==================== block 1
[config.mk]
export PLATFORM = sky130hd
export DESIGN_NAME = seven_seg_scan
export DESIGN_NICKNAME = d
export VERILOG_FILES = /design/src/rtl/seven_seg_scan.sv
export SDC_FILE = /design/constraint.sdc
export NUM_CORES = 1
export LEC_CHECK = 0
export ABC_AREA = 0
export CAP_MARGIN = 40
export CORE_MARGIN = 3
export CORE_UTILIZATION = 50
export CTS_BUF_LIST = sky130_fd_sc_hd__clkbuf_4
export DETAILED_ROUTE_END_ITERATION = 7
export GPL_ROUTABILITY_DRIVEN = 0
export PLACE_DENSITY = 0.79
export SLEW_MARGIN = 40
export SYNTH_ARGS = -nofsm -noshare
export SYNTH_HDL_FRONTEND = slang
export SYNTH_SLANG_ARGS = --single-unit
[constraint.sdc]
create_clock -name clk -period 8.6 [get_ports clk]
set_clock_uncertainty 0.05 [all_clocks]
set_input_delay 1.72 -clock clk [delete_from_list [all_inputs] [get_ports clk]]
set_output_delay 1.72 -clock clk [all_outputs]
set_load 0.02 [all_outputs]
[src/rtl/seven_seg_scan.sv]
// Time-multiplexed driver for a 4-digit active-low seven-segment display.
// Patterns are double-buffered and swapped only at frame boundaries.
module seven_seg_scan #(
   parameter int CLK_HZ       = 100_000_000,
   parameter int REFRESH_HZ   = 1000,
   parameter int BLANK_CYCLES = 64
) (
   input  logic       clk,
   input  logic       rst_n,
   input  logic [7:0] pat0,
   input  logic [7:0] pat1,
   input  logic [7:0] pat2,
   input  logic [7:0] pat3,
   input  logic       load,
   input  logic [3:0] digit_en,
   output logic [3:0] an,
   output logic [6:0] seg,
   output logic       dp,
   output logic       frame_tick,
   output logic       busy_pend
);

   localparam int DIV   = CLK_HZ / REFRESH_HZ;
   localparam int CNT_W = (DIV > 1) ? $clog2(DIV) : 1;
   localparam logic [CNT_W-1:0] CNT_MAX   = CNT_W'(DIV - 1);
   localparam logic [CNT_W-1:0] BLANK_END = CNT_W'(BLANK_CYCLES);

   typedef enum logic {PH_BLANK, PH_SHOW} phase_t;
   localparam phase_t PH_RESET = (BLANK_CYCLES == 0) ? PH_SHOW : PH_BLANK;

   logic [CNT_W-1:0] cnt_q, cnt_d;
   logic [1:0]       idx_q, idx_d;
   phase_t           phase_q, phase_d;
   logic [3:0][7:0]  shadow_q, shadow_d;
   logic [3:0][7:0]  pending_q, pending_d;
   logic             busy_q, busy_d;
   logic [3:0]       an_q, an_d;
   logic [6:0]       seg_q, seg_d;
   logic             dp_q, dp_d;
   logic             tick_q, tick_d;
   logic             wrap;
   logic             frame_wrap;

   always_comb begin
      wrap       = (cnt_q == CNT_MAX);
      frame_wrap = wrap && (idx_q == 2'd3);
      cnt_d      = wrap ? '0 : cnt_q + 1'b1;
      idx_d      = wrap ? idx_q + 2'd1 : idx_q;

      phase_d = phase_q;
      if (wrap) begin
         phase_d = PH_BLANK;
      end
      if (cnt_d == BLANK_END) begin
         phase_d = PH_SHOW;
      end

      // Old pending goes live at the frame edge even if a new load lands on it.
      shadow_d  = shadow_q;
      pending_d = pending_q;
      busy_d    = busy_q;
      if (frame_wrap && busy_q) begin
         shadow_d = pending_q;
         busy_d   = 1'b0;
      end
      if (load) begin
         pending_d = {pat3, pat2, pat1, pat0};
         busy_d    = 1'b1;
      end

      // Outputs are computed from next-state values so they line up with cnt/idx.
      an_d   = 4'hF;
      seg_d  = 7'h7F;
      dp_d   = 1'b1;
      tick_d = frame_wrap;
      if (phase_d == PH_SHOW && digit_en[idx_d]) begin
         an_d  = ~(4'b0001 << idx_d);
         seg_d = shadow_d[idx_d][6:0];
         dp_d  = shadow_d[idx_d][7];
      end
   end

   always_ff @(posedge clk or negedge rst_n) begin
      if (!rst_n) begin
         cnt_q     <= '0;
         idx_q     <= 2'd0;
         phase_q   <= PH_RESET;
         shadow_q  <= {4{8'hFF}};
         pending_q <= {4{8'hFF}};
         busy_q    <= 1'b0;
         an_q      <= 4'hF;
         seg_q     <= 7'h7F;
         dp_q      <= 1'b1;
         tick_q    <= 1'b0;
      end else begin
         cnt_q     <= cnt_d;
         idx_q     <= idx_d;
         phase_q   <= phase_d;
         shadow_q  <= shadow_d;
         pending_q <= pending_d;
         busy_q    <= busy_d;
         an_q      <= an_d;
         seg_q     <= seg_d;
         dp_q      <= dp_d;
         tick_q    <= tick_d;
      end
   end

   assign an         = an_q;
   assign seg        = seg_q;
   assign dp         = dp_q;
   assign frame_tick = tick_q;
   assign busy_pend  = busy_q;

endmodule

==> metrics.csv <==
stage,metric,value,unit
outcome,status,"finished, final reports clean",
setup_path,path_cells,or3_4 -> or4_1 -> nor2_4 -> mux2i_1 -> clkinv_1 -> mux4_2 -> o21bai_1,
logic_synthesis,xor_area_share,3.25,%
worst_hold_path,hold_depth,1,
sta,fmax,0.273,GHz
global_routing,grt_overflow_total,0,
setup_path,cp-end-kind,register,
logic_synthesis,yosysUniqueCellTypes,58,
setup_path,worstPathMaxFanout,15,
clock_tree,post-cts-setup-buffers,0,
placement,portBuffers,52,
clock_tree,cts_sinks,98,
clock_tree,clockRootBuffer,clkbuf_4,
final_layout,buf_share,10.1,%
logic_synthesis,postSynthSeqShare,55.5,%
final_layout,drive_above_1_share,49.7,%
setup_path,cp.buffers_inverters,1,
final_layout,reg_top3,"pending_q x32, shadow_q x32, cnt_q x17",
route,postRouteWirelength,8360,um
setup_path,start_kind,register,
clock_tree,clockBufferDepth,2,
route,viasPerCell,5.65,
global_routing,grt_use_total,17.5,%
logic_synthesis,yosysChipArea,0.00459,mm2
die,fp.coreArea,0.00881,mm2
setup_path,crit_path_end,seg[2],
## cell usage after synthesis, types with 8 or more instances
cell      instances  area share (%)
nor2_1           12            0.98
xnor2_1           9             1.7
dfrtp_1          22              12
clkbuf_1         10            0.82
mux4_2           10             4.9
o21bai_1          8             1.3
xor2_1            8             1.5
mux2_2           39             9.6
mux2_4           26             8.5
dfstp_2          76              44
nand2_1          11            0.90
## metal layers
layer / share of wire, % / track usage [%]
met1: 46 / 24.6
met2: 47 / 26.9
met4: 1.9 / 6.13
met3: 5.4 / 4.20
met5: 0 / 0
Figure 1. Power grid (block 1).
Scale: 4 px per um. Pins as bars on the die edge.
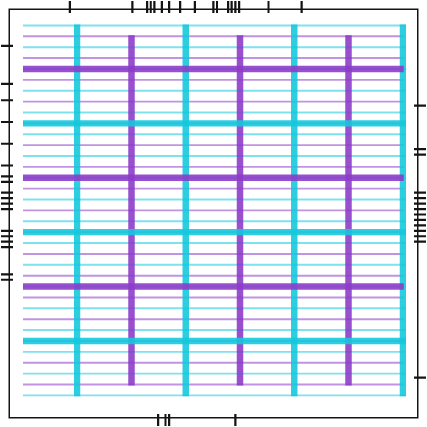
| colour | net |
|---|---|
| cyan | VSS |
| purple | VDD |
signal pins: 53
met1 rails: 35
rows: 34

Figure 2. Clock network drawn from the DEF (block 1).
Scale: 6 px per um.
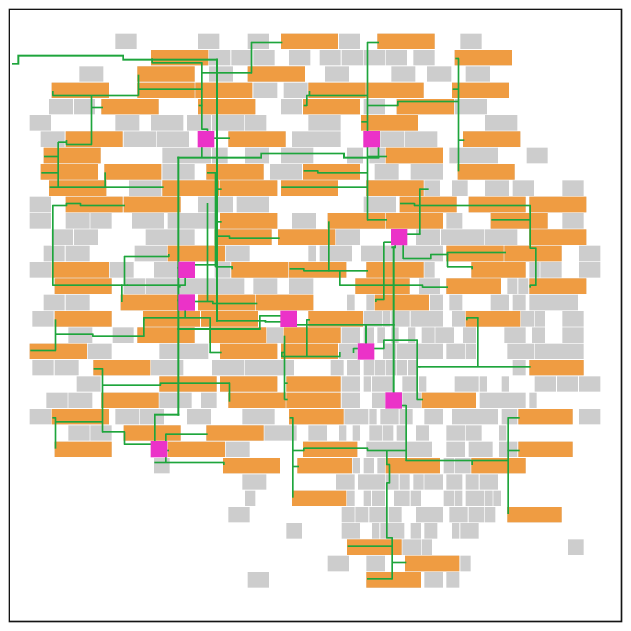
[magenta] clock-net drivers | count: 9
[green] clock wires | length: 1110 um
[orange] flip-flops | count: 98
routed clock nets: 10

Figure 3. Sequential cells grouped by signal name (block 1).
Scale: 4 px per um.
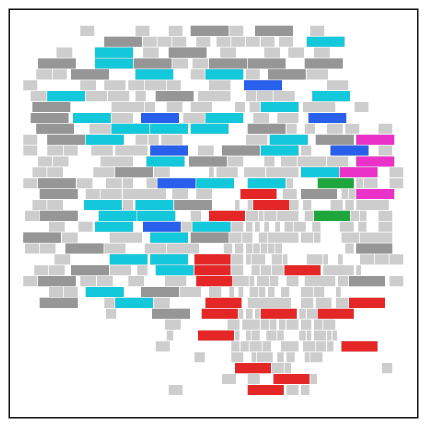
| colour | signal | sequential cells |
|---|---|---|
| blue | `seg` | 7 |
| cyan | `shadow_q` | 32 |
| magenta | `an` | 4 |
| red | `cnt_q` | 17 |
| green | `idx_q` | 2 |
not coloured: 36


==================== block 2
Figure 4. Placed cells, one colour a class (block 2).
Scale: 1.5 px per um. Fill, decap, tap and diode cells in grey.
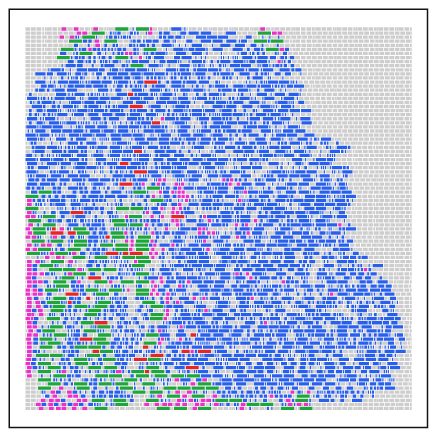
==> src/rtl/neural_sig_unit.sv <==
// Piecewise-linear (PLAN) Q-format sigmoid / sigmoid-derivative engine with a four-phase status handshake.
// Optional NEURAL_SIG_PERF_EN adds a 16-bit completed-operation counter on port op_count.
module neural_sig_unit #(
   parameter int WIDTH     = 32,
   parameter int FRAC_BITS = 16
) (
   input  logic             clk_clk,
   input  logic             reset_reset_n,
   input  logic [WIDTH-1:0] sig_in,
   input  logic [WIDTH-1:0] isig_in,
   input  logic [1:0]       hw_sig,
   output logic [WIDTH-1:0] sig_out,
   output logic [WIDTH-1:0] isig_out,
   output logic [1:0]       sw_sig
`ifdef NEURAL_SIG_PERF_EN
   ,
   output logic [15:0]      op_count
`endif
);

   localparam logic [WIDTH-1:0] ONE     = WIDTH'(1)  << FRAC_BITS;
   localparam logic [WIDTH-1:0] FIVE    = WIDTH'(5)  << FRAC_BITS;
   localparam logic [WIDTH-1:0] BRK_HI  = WIDTH'(19) << (FRAC_BITS - 3);
   localparam logic [WIDTH-1:0] OFS_HI  = WIDTH'(27) << (FRAC_BITS - 5);
   localparam logic [WIDTH-1:0] OFS_MID = WIDTH'(5)  << (FRAC_BITS - 3);
   localparam logic [WIDTH-1:0] OFS_LO  = WIDTH'(1)  << (FRAC_BITS - 1);
   localparam logic [WIDTH-1:0] MAX_POS = {1'b0, {(WIDTH-1){1'b1}}};
   localparam logic [WIDTH-1:0] MIN_NEG = {1'b1, {(WIDTH-1){1'b0}}};

   localparam logic [1:0] ST_IDLE = 2'b00;
   localparam logic [1:0] ST_BUSY = 2'b01;
   localparam logic [1:0] ST_DONE = 2'b10;
   localparam logic [1:0] ST_ERR  = 2'b11;

   typedef enum logic [2:0] {S_IDLE, S_ABS, S_SEG, S_SYM, S_MUL, S_DONE, S_ERR} state_t;

   state_t           state, state_nxt;
   logic [WIDTH-1:0] x_q, x_nxt;
   logic             op_q, op_nxt;
   logic [WIDTH-1:0] a_q, a_nxt;
   logic [WIDTH-1:0] y_q, y_nxt;
   logic [WIDTH-1:0] sig_nxt, isig_nxt;
   logic [1:0]       sw_nxt;
   logic             done_entry;
   logic [WIDTH-1:0] y_sym;
   logic [WIDTH-1:0] one_minus_y;

   // Odd symmetry: sigma(-x) = 1 - sigma(|x|); sign comes from the latched operand.
   assign y_sym       = x_q[WIDTH-1] ? (ONE - y_q) : y_q;
   assign one_minus_y = ONE - y_q;

   always_ff @(posedge clk_clk or negedge reset_reset_n) begin
      if (!reset_reset_n) begin
         state    <= S_IDLE;
         x_q      <= '0;
         op_q     <= 1'b0;
         a_q      <= '0;
         y_q      <= '0;
         sig_out  <= '0;
         isig_out <= '0;
         sw_sig   <= ST_IDLE;
      end else begin
         state    <= state_nxt;
         x_q      <= x_nxt;
         op_q     <= op_nxt;
         a_q      <= a_nxt;
         y_q      <= y_nxt;
         sig_out  <= sig_nxt;
         isig_out <= isig_nxt;
         sw_sig   <= sw_nxt;
      end
   end

   always_comb begin
      state_nxt  = state;
      x_nxt      = x_q;
      op_nxt     = op_q;
      a_nxt      = a_q;
      y_nxt      = y_q;
      sig_nxt    = sig_out;
      isig_nxt   = isig_out;
      sw_nxt     = sw_sig;
      done_entry = 1'b0;
      case (state)
         S_IDLE: begin
            if (hw_sig == 2'b01 || hw_sig == 2'b10) begin
               x_nxt     = hw_sig[1] ? isig_in : sig_in;
               op_nxt    = hw_sig[1];
               sw_nxt    = ST_BUSY;
               state_nxt = S_ABS;
            end else if (hw_sig == 2'b11) begin
               sw_nxt    = ST_ERR;
               state_nxt = S_ERR;
            end
         end
         S_ABS: begin
            // Most-negative operand has no positive twin; clamp it.
            if (x_q == MIN_NEG)
               a_nxt = MAX_POS;
            else if (x_q[WIDTH-1])
               a_nxt = WIDTH'(0) - x_q;
            else
               a_nxt = x_q;
            state_nxt = S_SEG;
         end
         S_SEG: begin
            if (a_q >= FIVE)
               y_nxt = ONE;
            else if (a_q >= BRK_HI)
               y_nxt = (a_q >> 5) + OFS_HI;
            else if (a_q >= ONE)
               y_nxt = (a_q >> 3) + OFS_MID;
            else
               y_nxt = (a_q >> 2) + OFS_LO;
            state_nxt = S_SYM;
         end
         S_SYM: begin
            if (op_q) begin
               y_nxt     = y_sym;
               state_nxt = S_MUL;
            end else begin
               sig_nxt    = y_sym;
               sw_nxt     = ST_DONE;
               state_nxt  = S_DONE;
               done_entry = 1'b1;
            end
         end
         S_MUL: begin
            // y and 1-y both lie in [0, ONE], so the unsigned product never overflows the result.
            isig_nxt   = WIDTH'(({{WIDTH{1'b0}}, y_q} * {{WIDTH{1'b0}}, one_minus_y}) >> FRAC_BITS);
            sw_nxt     = ST_DONE;
            state_nxt  = S_DONE;
            done_entry = 1'b1;
         end
         S_DONE, S_ERR: begin
            if (hw_sig == 2'b00) begin
               sw_nxt    = ST_IDLE;
               state_nxt = S_IDLE;
            end
         end
         default: begin
            sw_nxt    = ST_IDLE;
            state_nxt = S_IDLE;
         end
      endcase
   end

`ifdef NEURAL_SIG_PERF_EN
   always_ff @(posedge clk_clk or negedge reset_reset_n) begin
      if (!reset_reset_n)
         op_count <= '0;
      else if (done_entry)
         op_count <= op_count + 16'd1;
   end
`else
   logic unused_done_entry;
   assign unused_done_entry = done_entry;
`endif

endmodule

==> config.mk <==
export PLATFORM = sky130hd
export DESIGN_NAME = neural_sig_unit
export DESIGN_NICKNAME = d
export VERILOG_FILES = /design/src/rtl/neural_sig_unit.sv
export SDC_FILE = /design/constraint.sdc
export NUM_CORES = 2
export LEC_CHECK = 0
export CAP_MARGIN = 20
export CORE_MARGIN = 10
export CORE_UTILIZATION = 55
export DETAILED_ROUTE_END_ITERATION = 16
export PLACE_DENSITY = 0.73
export RECOVER_POWER = 50
export SLEW_MARGIN = 20
export SYNTH_ARGS = -nofsm -noshare
export SYNTH_HDL_FRONTEND = slang
export SYNTH_SLANG_ARGS = --single-unit
==> constraint.sdc <==
create_clock -name clk_clk -period 10.1 [get_ports clk_clk]
set_clock_uncertainty 0.05 [all_clocks]
set_input_delay 1.01 -clock clk_clk [delete_from_list [all_inputs] [get_ports clk_clk]]
set_output_delay 1.01 -clock clk_clk [all_outputs]
set_load 0.1 [all_outputs]
==> metrics.csv <==
stage,metric,value,unit
outcome,status,finished with violations,
outcome,violations,"capacitance limit, slew limit",
clock_tree,clk_latency,460,ps
logic_synthesis,topCombFamilyByArea,adder cells,
die,tap_cells,864,
logic_synthesis,yosysWarnings,0,
setup_path,start_kind,register,
global_routing,antenna_found_initial,2,
sta,slew_violations,269,
run,drv_cap,5,
setup_path,critical_path_class,register to register,
sta,fmax,0.103,GHz
final_layout,fill_cells,5681,
die,die-height,278,um
final_layout,largest_class,combinational gates,
logic_synthesis,postSynthSeqShare,11.4,%
About Figure 4:
| colour | class | cells | share of their area |
|---|---|---|---|
| blue | remaining logic cells | 3630 | 82% |
| red | clock drivers and dummy loads | 32 | 1.6% |
| magenta | remaining buffers and delay cells | 248 | 5.7% |
| green | registers | 166 | 11% |

## registers in the layout, indices dropped and copies added, names as in the netlist
name,cells
sw_sig,2
state,3
sig_out,32
op_q,1
a_q,32
isig_out,32
x_q,32
y_q,32

==================== block 3
Figure 5. Sequential cells grouped by signal name (block 3).
Scale: 4 px per um.
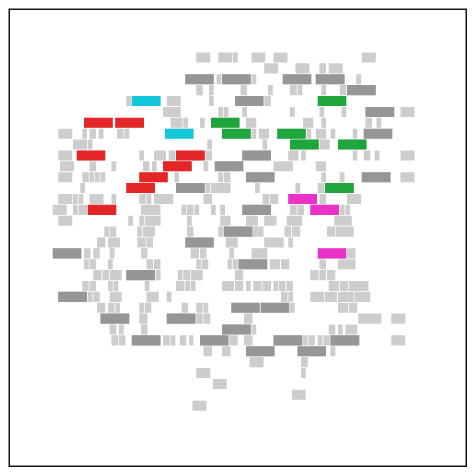
Figure 6. Placed cells, one colour a class (block 3).
Scale: 4 px per um. Fill, decap, tap and diode cells in grey.
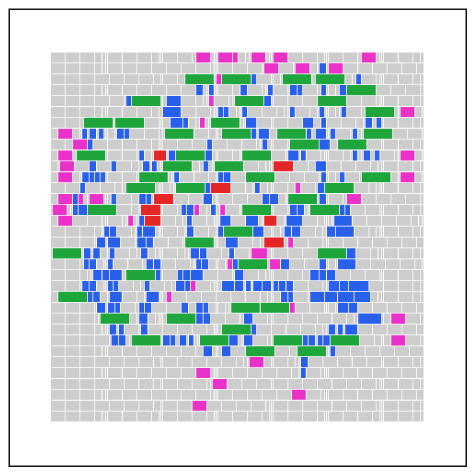
Figure 7. Routing congestion map (block 3).
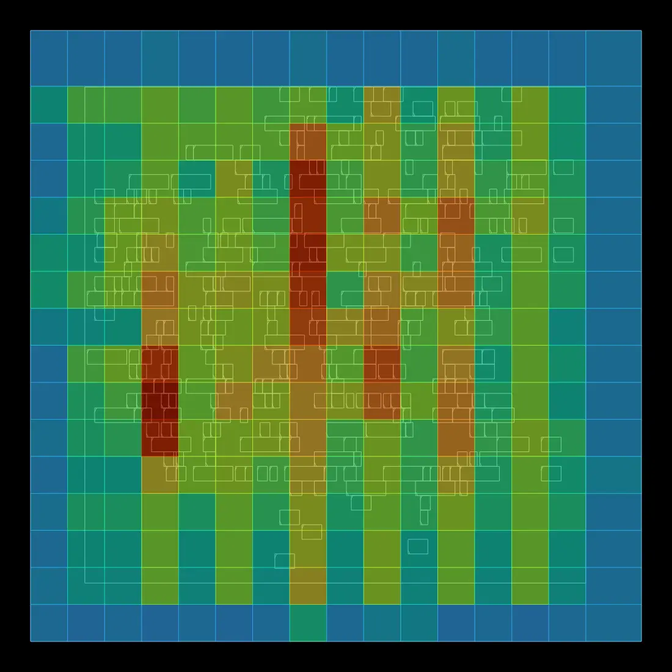
## config.mk

```make
export PLATFORM = sky130hd
export DESIGN_NAME = spi_slave
export DESIGN_NICKNAME = d
export VERILOG_FILES = /design/src/rtl/spi_slave.sv
export SDC_FILE = /design/constraint.sdc
export NUM_CORES = 1
export LEC_CHECK = 0
export CAP_MARGIN = 25
export CELL_PAD_IN_SITES_DETAIL_PLACEMENT = 0
export CELL_PAD_IN_SITES_GLOBAL_PLACEMENT = 1
export CORE_MARGIN = 10
export CORE_UTILIZATION = 25
export DETAILED_ROUTE_END_ITERATION = 7
export GPL_TIMING_DRIVEN = 0
export PLACE_DENSITY_LB_ADDON = 0.3
export SYNTH_ARGS = -nofsm -noshare
export SYNTH_HDL_FRONTEND = slang
export SYNTH_SLANG_ARGS = --single-unit
export TNS_END_PERCENT = 30
```

## constraint.sdc

```tcl
create_clock -name clk -period 4.9 [get_ports clk]
set_clock_uncertainty 0.1 [all_clocks]
set_input_delay 0.49 -clock clk [delete_from_list [all_inputs] [get_ports clk]]
set_output_delay 0.49 -clock clk [all_outputs]
set_load 0.05 [all_outputs]
```

## src/rtl/spi_slave.sv

```systemverilog
// SPI slave: synchronised pins, all four modes, one-word tx buffer.
// Bus-clocked design; SCLK phases must span at least 3 clk periods.
module spi_slave #(
  parameter int DATA_WIDTH = 8
) (
  input  logic                  clk,
  input  logic                  reset,
  input  logic                  cpol,
  input  logic                  cpha,
  input  logic                  sclk,
  input  logic                  cs_n,
  input  logic                  mosi,
  output logic                  miso,
  output logic                  miso_oe,
  input  logic [DATA_WIDTH-1:0] tx_data,
  input  logic                  tx_valid,
  output logic                  tx_ready,
  output logic [DATA_WIDTH-1:0] rx_data,
  output logic                  rx_valid,
  output logic                  underrun,
  input  logic                  underrun_clr
);

  localparam int CW = $clog2(DATA_WIDTH);
  localparam logic [CW-1:0] LAST = CW'(DATA_WIDTH - 1);

  typedef enum logic {
    IDLE,
    ACTIVE
  } state_e;

  state_e state_q;

  logic sclk_s1_q, sclk_s2_q, sclk_s3_q;
  logic cs_s1_q, cs_s2_q, cs_s3_q;
  logic mosi_s1_q, mosi_s2_q, mosi_s3_q;

  logic [1:0]            flush_q;
  logic                  armed_q;
  logic [CW-1:0]         cnt_q;
  logic [DATA_WIDTH-1:0] shift_q;
  logic [DATA_WIDTH-1:0] rx_sh_q;
  logic [DATA_WIDTH-1:0] txbuf_q;
  logic [DATA_WIDTH-1:0] rx_data_q;
  logic                  txfull_q;
  logic                  rx_valid_q;
  logic                  underrun_q;
  logic                  pend_q;

  logic                  lead;
  logic                  trail;
  logic                  sample;
  logic                  shift_en;
  logic                  cs_fall;
  logic                  cs_rise;
  logic                  last;
  logic                  word_start;
  logic                  first_lead;
  logic [DATA_WIDTH-1:0] rx_word_d;
  logic [DATA_WIDTH-1:0] load_d;

  always_ff @(posedge clk) begin
    if (reset) begin
      sclk_s1_q <= cpol;
      sclk_s2_q <= cpol;
      sclk_s3_q <= cpol;
      cs_s1_q   <= 1'b1;
      cs_s2_q   <= 1'b1;
      cs_s3_q   <= 1'b1;
      mosi_s1_q <= 1'b0;
      mosi_s2_q <= 1'b0;
      mosi_s3_q <= 1'b0;
    end else begin
      sclk_s1_q <= sclk;
      sclk_s2_q <= sclk_s1_q;
      sclk_s3_q <= sclk_s2_q;
      cs_s1_q   <= cs_n;
      cs_s2_q   <= cs_s1_q;
      cs_s3_q   <= cs_s2_q;
      mosi_s1_q <= mosi;
      mosi_s2_q <= mosi_s1_q;
      mosi_s3_q <= mosi_s2_q;
    end
  end

  assign lead     = (sclk_s3_q == cpol) && (sclk_s2_q != cpol);
  assign trail    = (sclk_s3_q != cpol) && (sclk_s2_q == cpol);
  assign sample   = cpha ? trail : lead;
  assign shift_en = cpha ? lead : trail;
  // Reset preloads cs_n=1; a low pin must not look like a fresh select.
  assign cs_fall  = armed_q && cs_s3_q && !cs_s2_q;
  assign cs_rise  = !cs_s3_q && cs_s2_q;
  assign last     = (cnt_q == LAST);

  assign rx_word_d = {rx_sh_q[DATA_WIDTH-2:0], mosi_s3_q};
  assign load_d    = txfull_q ? txbuf_q : '0;

  assign word_start =
    ((state_q == IDLE) && cs_fall) ||
    ((state_q == ACTIVE) && !cs_rise && sample && last);

  assign first_lead =
    (state_q == ACTIVE) && !cs_rise && lead && (cnt_q == '0);

  always_ff @(posedge clk) begin
    if (reset) begin
      state_q    <= IDLE;
      flush_q    <= '0;
      armed_q    <= 1'b0;
      cnt_q      <= '0;
      shift_q    <= '0;
      rx_sh_q    <= '0;
      txbuf_q    <= '0;
      txfull_q   <= 1'b0;
      rx_data_q  <= '0;
      rx_valid_q <= 1'b0;
      underrun_q <= 1'b0;
      pend_q     <= 1'b0;
    end else begin
      rx_valid_q <= 1'b0;
      if (flush_q != 2'd3) begin
        flush_q <= flush_q + 2'd1;
      end else if (cs_s3_q) begin
        armed_q <= 1'b1;
      end
      if (tx_valid && !txfull_q) begin
        txbuf_q  <= tx_data;
        txfull_q <= 1'b1;
      end
      // An empty word counts only once the master starts clocking it.
      underrun_q <= (underrun_q && !underrun_clr) ||
                    (first_lead && pend_q);
      if (first_lead) begin
        pend_q <= 1'b0;
      end
      unique case (state_q)
        IDLE: begin
          if (cs_fall) begin
            state_q <= ACTIVE;
            cnt_q   <= '0;
          end
        end
        ACTIVE: begin
          if (cs_rise) begin
            state_q <= IDLE;
            cnt_q   <= '0;
            shift_q <= '0;
            rx_sh_q <= '0;
            pend_q  <= 1'b0;
          end else if (sample) begin
            rx_sh_q <= rx_word_d;
            if (last) begin
              cnt_q      <= '0;
              rx_data_q  <= rx_word_d;
              rx_valid_q <= 1'b1;
            end else begin
              cnt_q <= cnt_q + CW'(1);
            end
          end else if (shift_en && (cnt_q != '0)) begin
            shift_q <= {shift_q[DATA_WIDTH-2:0], 1'b0};
          end
        end
        default: state_q <= IDLE;
      endcase
      if (word_start) begin
        shift_q <= load_d;
        if (txfull_q) begin
          txfull_q <= 1'b0;
        end else begin
          pend_q <= 1'b1;
        end
      end
    end
  end

  assign miso     = (state_q == ACTIVE) && shift_q[DATA_WIDTH-1];
  assign miso_oe  = (state_q == ACTIVE);
  assign tx_ready = !txfull_q;
  assign rx_data  = rx_data_q;
  assign rx_valid = rx_valid_q;
  assign underrun = underrun_q;

endmodule
```

==> metrics.csv <==
stage,metric,value,unit
logic_synthesis,netlist_top_cells_area,"dfxtp_1 46%, a21oi_1 9.5%, nand2_1 8.9%",
placement,place.gp.congestion,0.759,
route,ant_nets,0,
global_routing,antenna_found_initial,0,
logic_synthesis,yosysWarnings,0,
final_layout,seq_cells,51,
global_routing,grt_use_total,9.00,%
clock_tree,cts_tree,yes,
outcome,status,"finished, final reports clean",
sta,hold_ws,323,ps
setup_path,cp-end-kind,register,
setup_path,r2r_end,shift_q[2],
final_layout,lay_top_cells,"52 x nand2_1, 51 x dfxtp_1, 42 x a21oi_1",
final_layout,fill_cells,932,
setup_path,required,5040,ps
## Picture notes: Figure 5
| colour | signal | sequential cells |
|---|---|---|
| cyan | `flush_q` | 2 |
| green | `rx_sh_q` | 7 |
| magenta | `cnt_q` | 3 |
| red | `txbuf_q` | 8 |

## Picture notes: Figure 6
| colour | class | cells | share of their area |
|---|---|---|---|
| red | clock drivers and dummy loads | 8 | 3.8% |
| magenta | remaining buffers and delay cells | 44 | 14% |
| green | registers | 51 | 40% |
| blue | remaining logic cells | 206 | 43% |

## Picture notes: Figure 7
M1 GR Usage: 11.6%
Wirelength per Cell: 14.4 um

## kinds of logic after synthesis
logic type / count (synthesis)
compound gates: 84
xor+xnor: 2
fa+ha+maj: 4
buf+inv: 32
flops: 51
mux: 4
simple gates: 96
## critical path, stage by stage
cell             delay [ps]
clkdlybuf4s50_1         500
xnor2_2                 280
mux2_2                  380
o2111ai_1               630
o21ai_0                 150
a31oi_1                 150
## sequential cells by signal, indices dropped and copies added, names as in the netlist, 2 cells and up
name and cells:
txbuf_q 8, rx_data 8, cnt_q 3, shift_q 8, flush_q 2, rx_sh_q 7

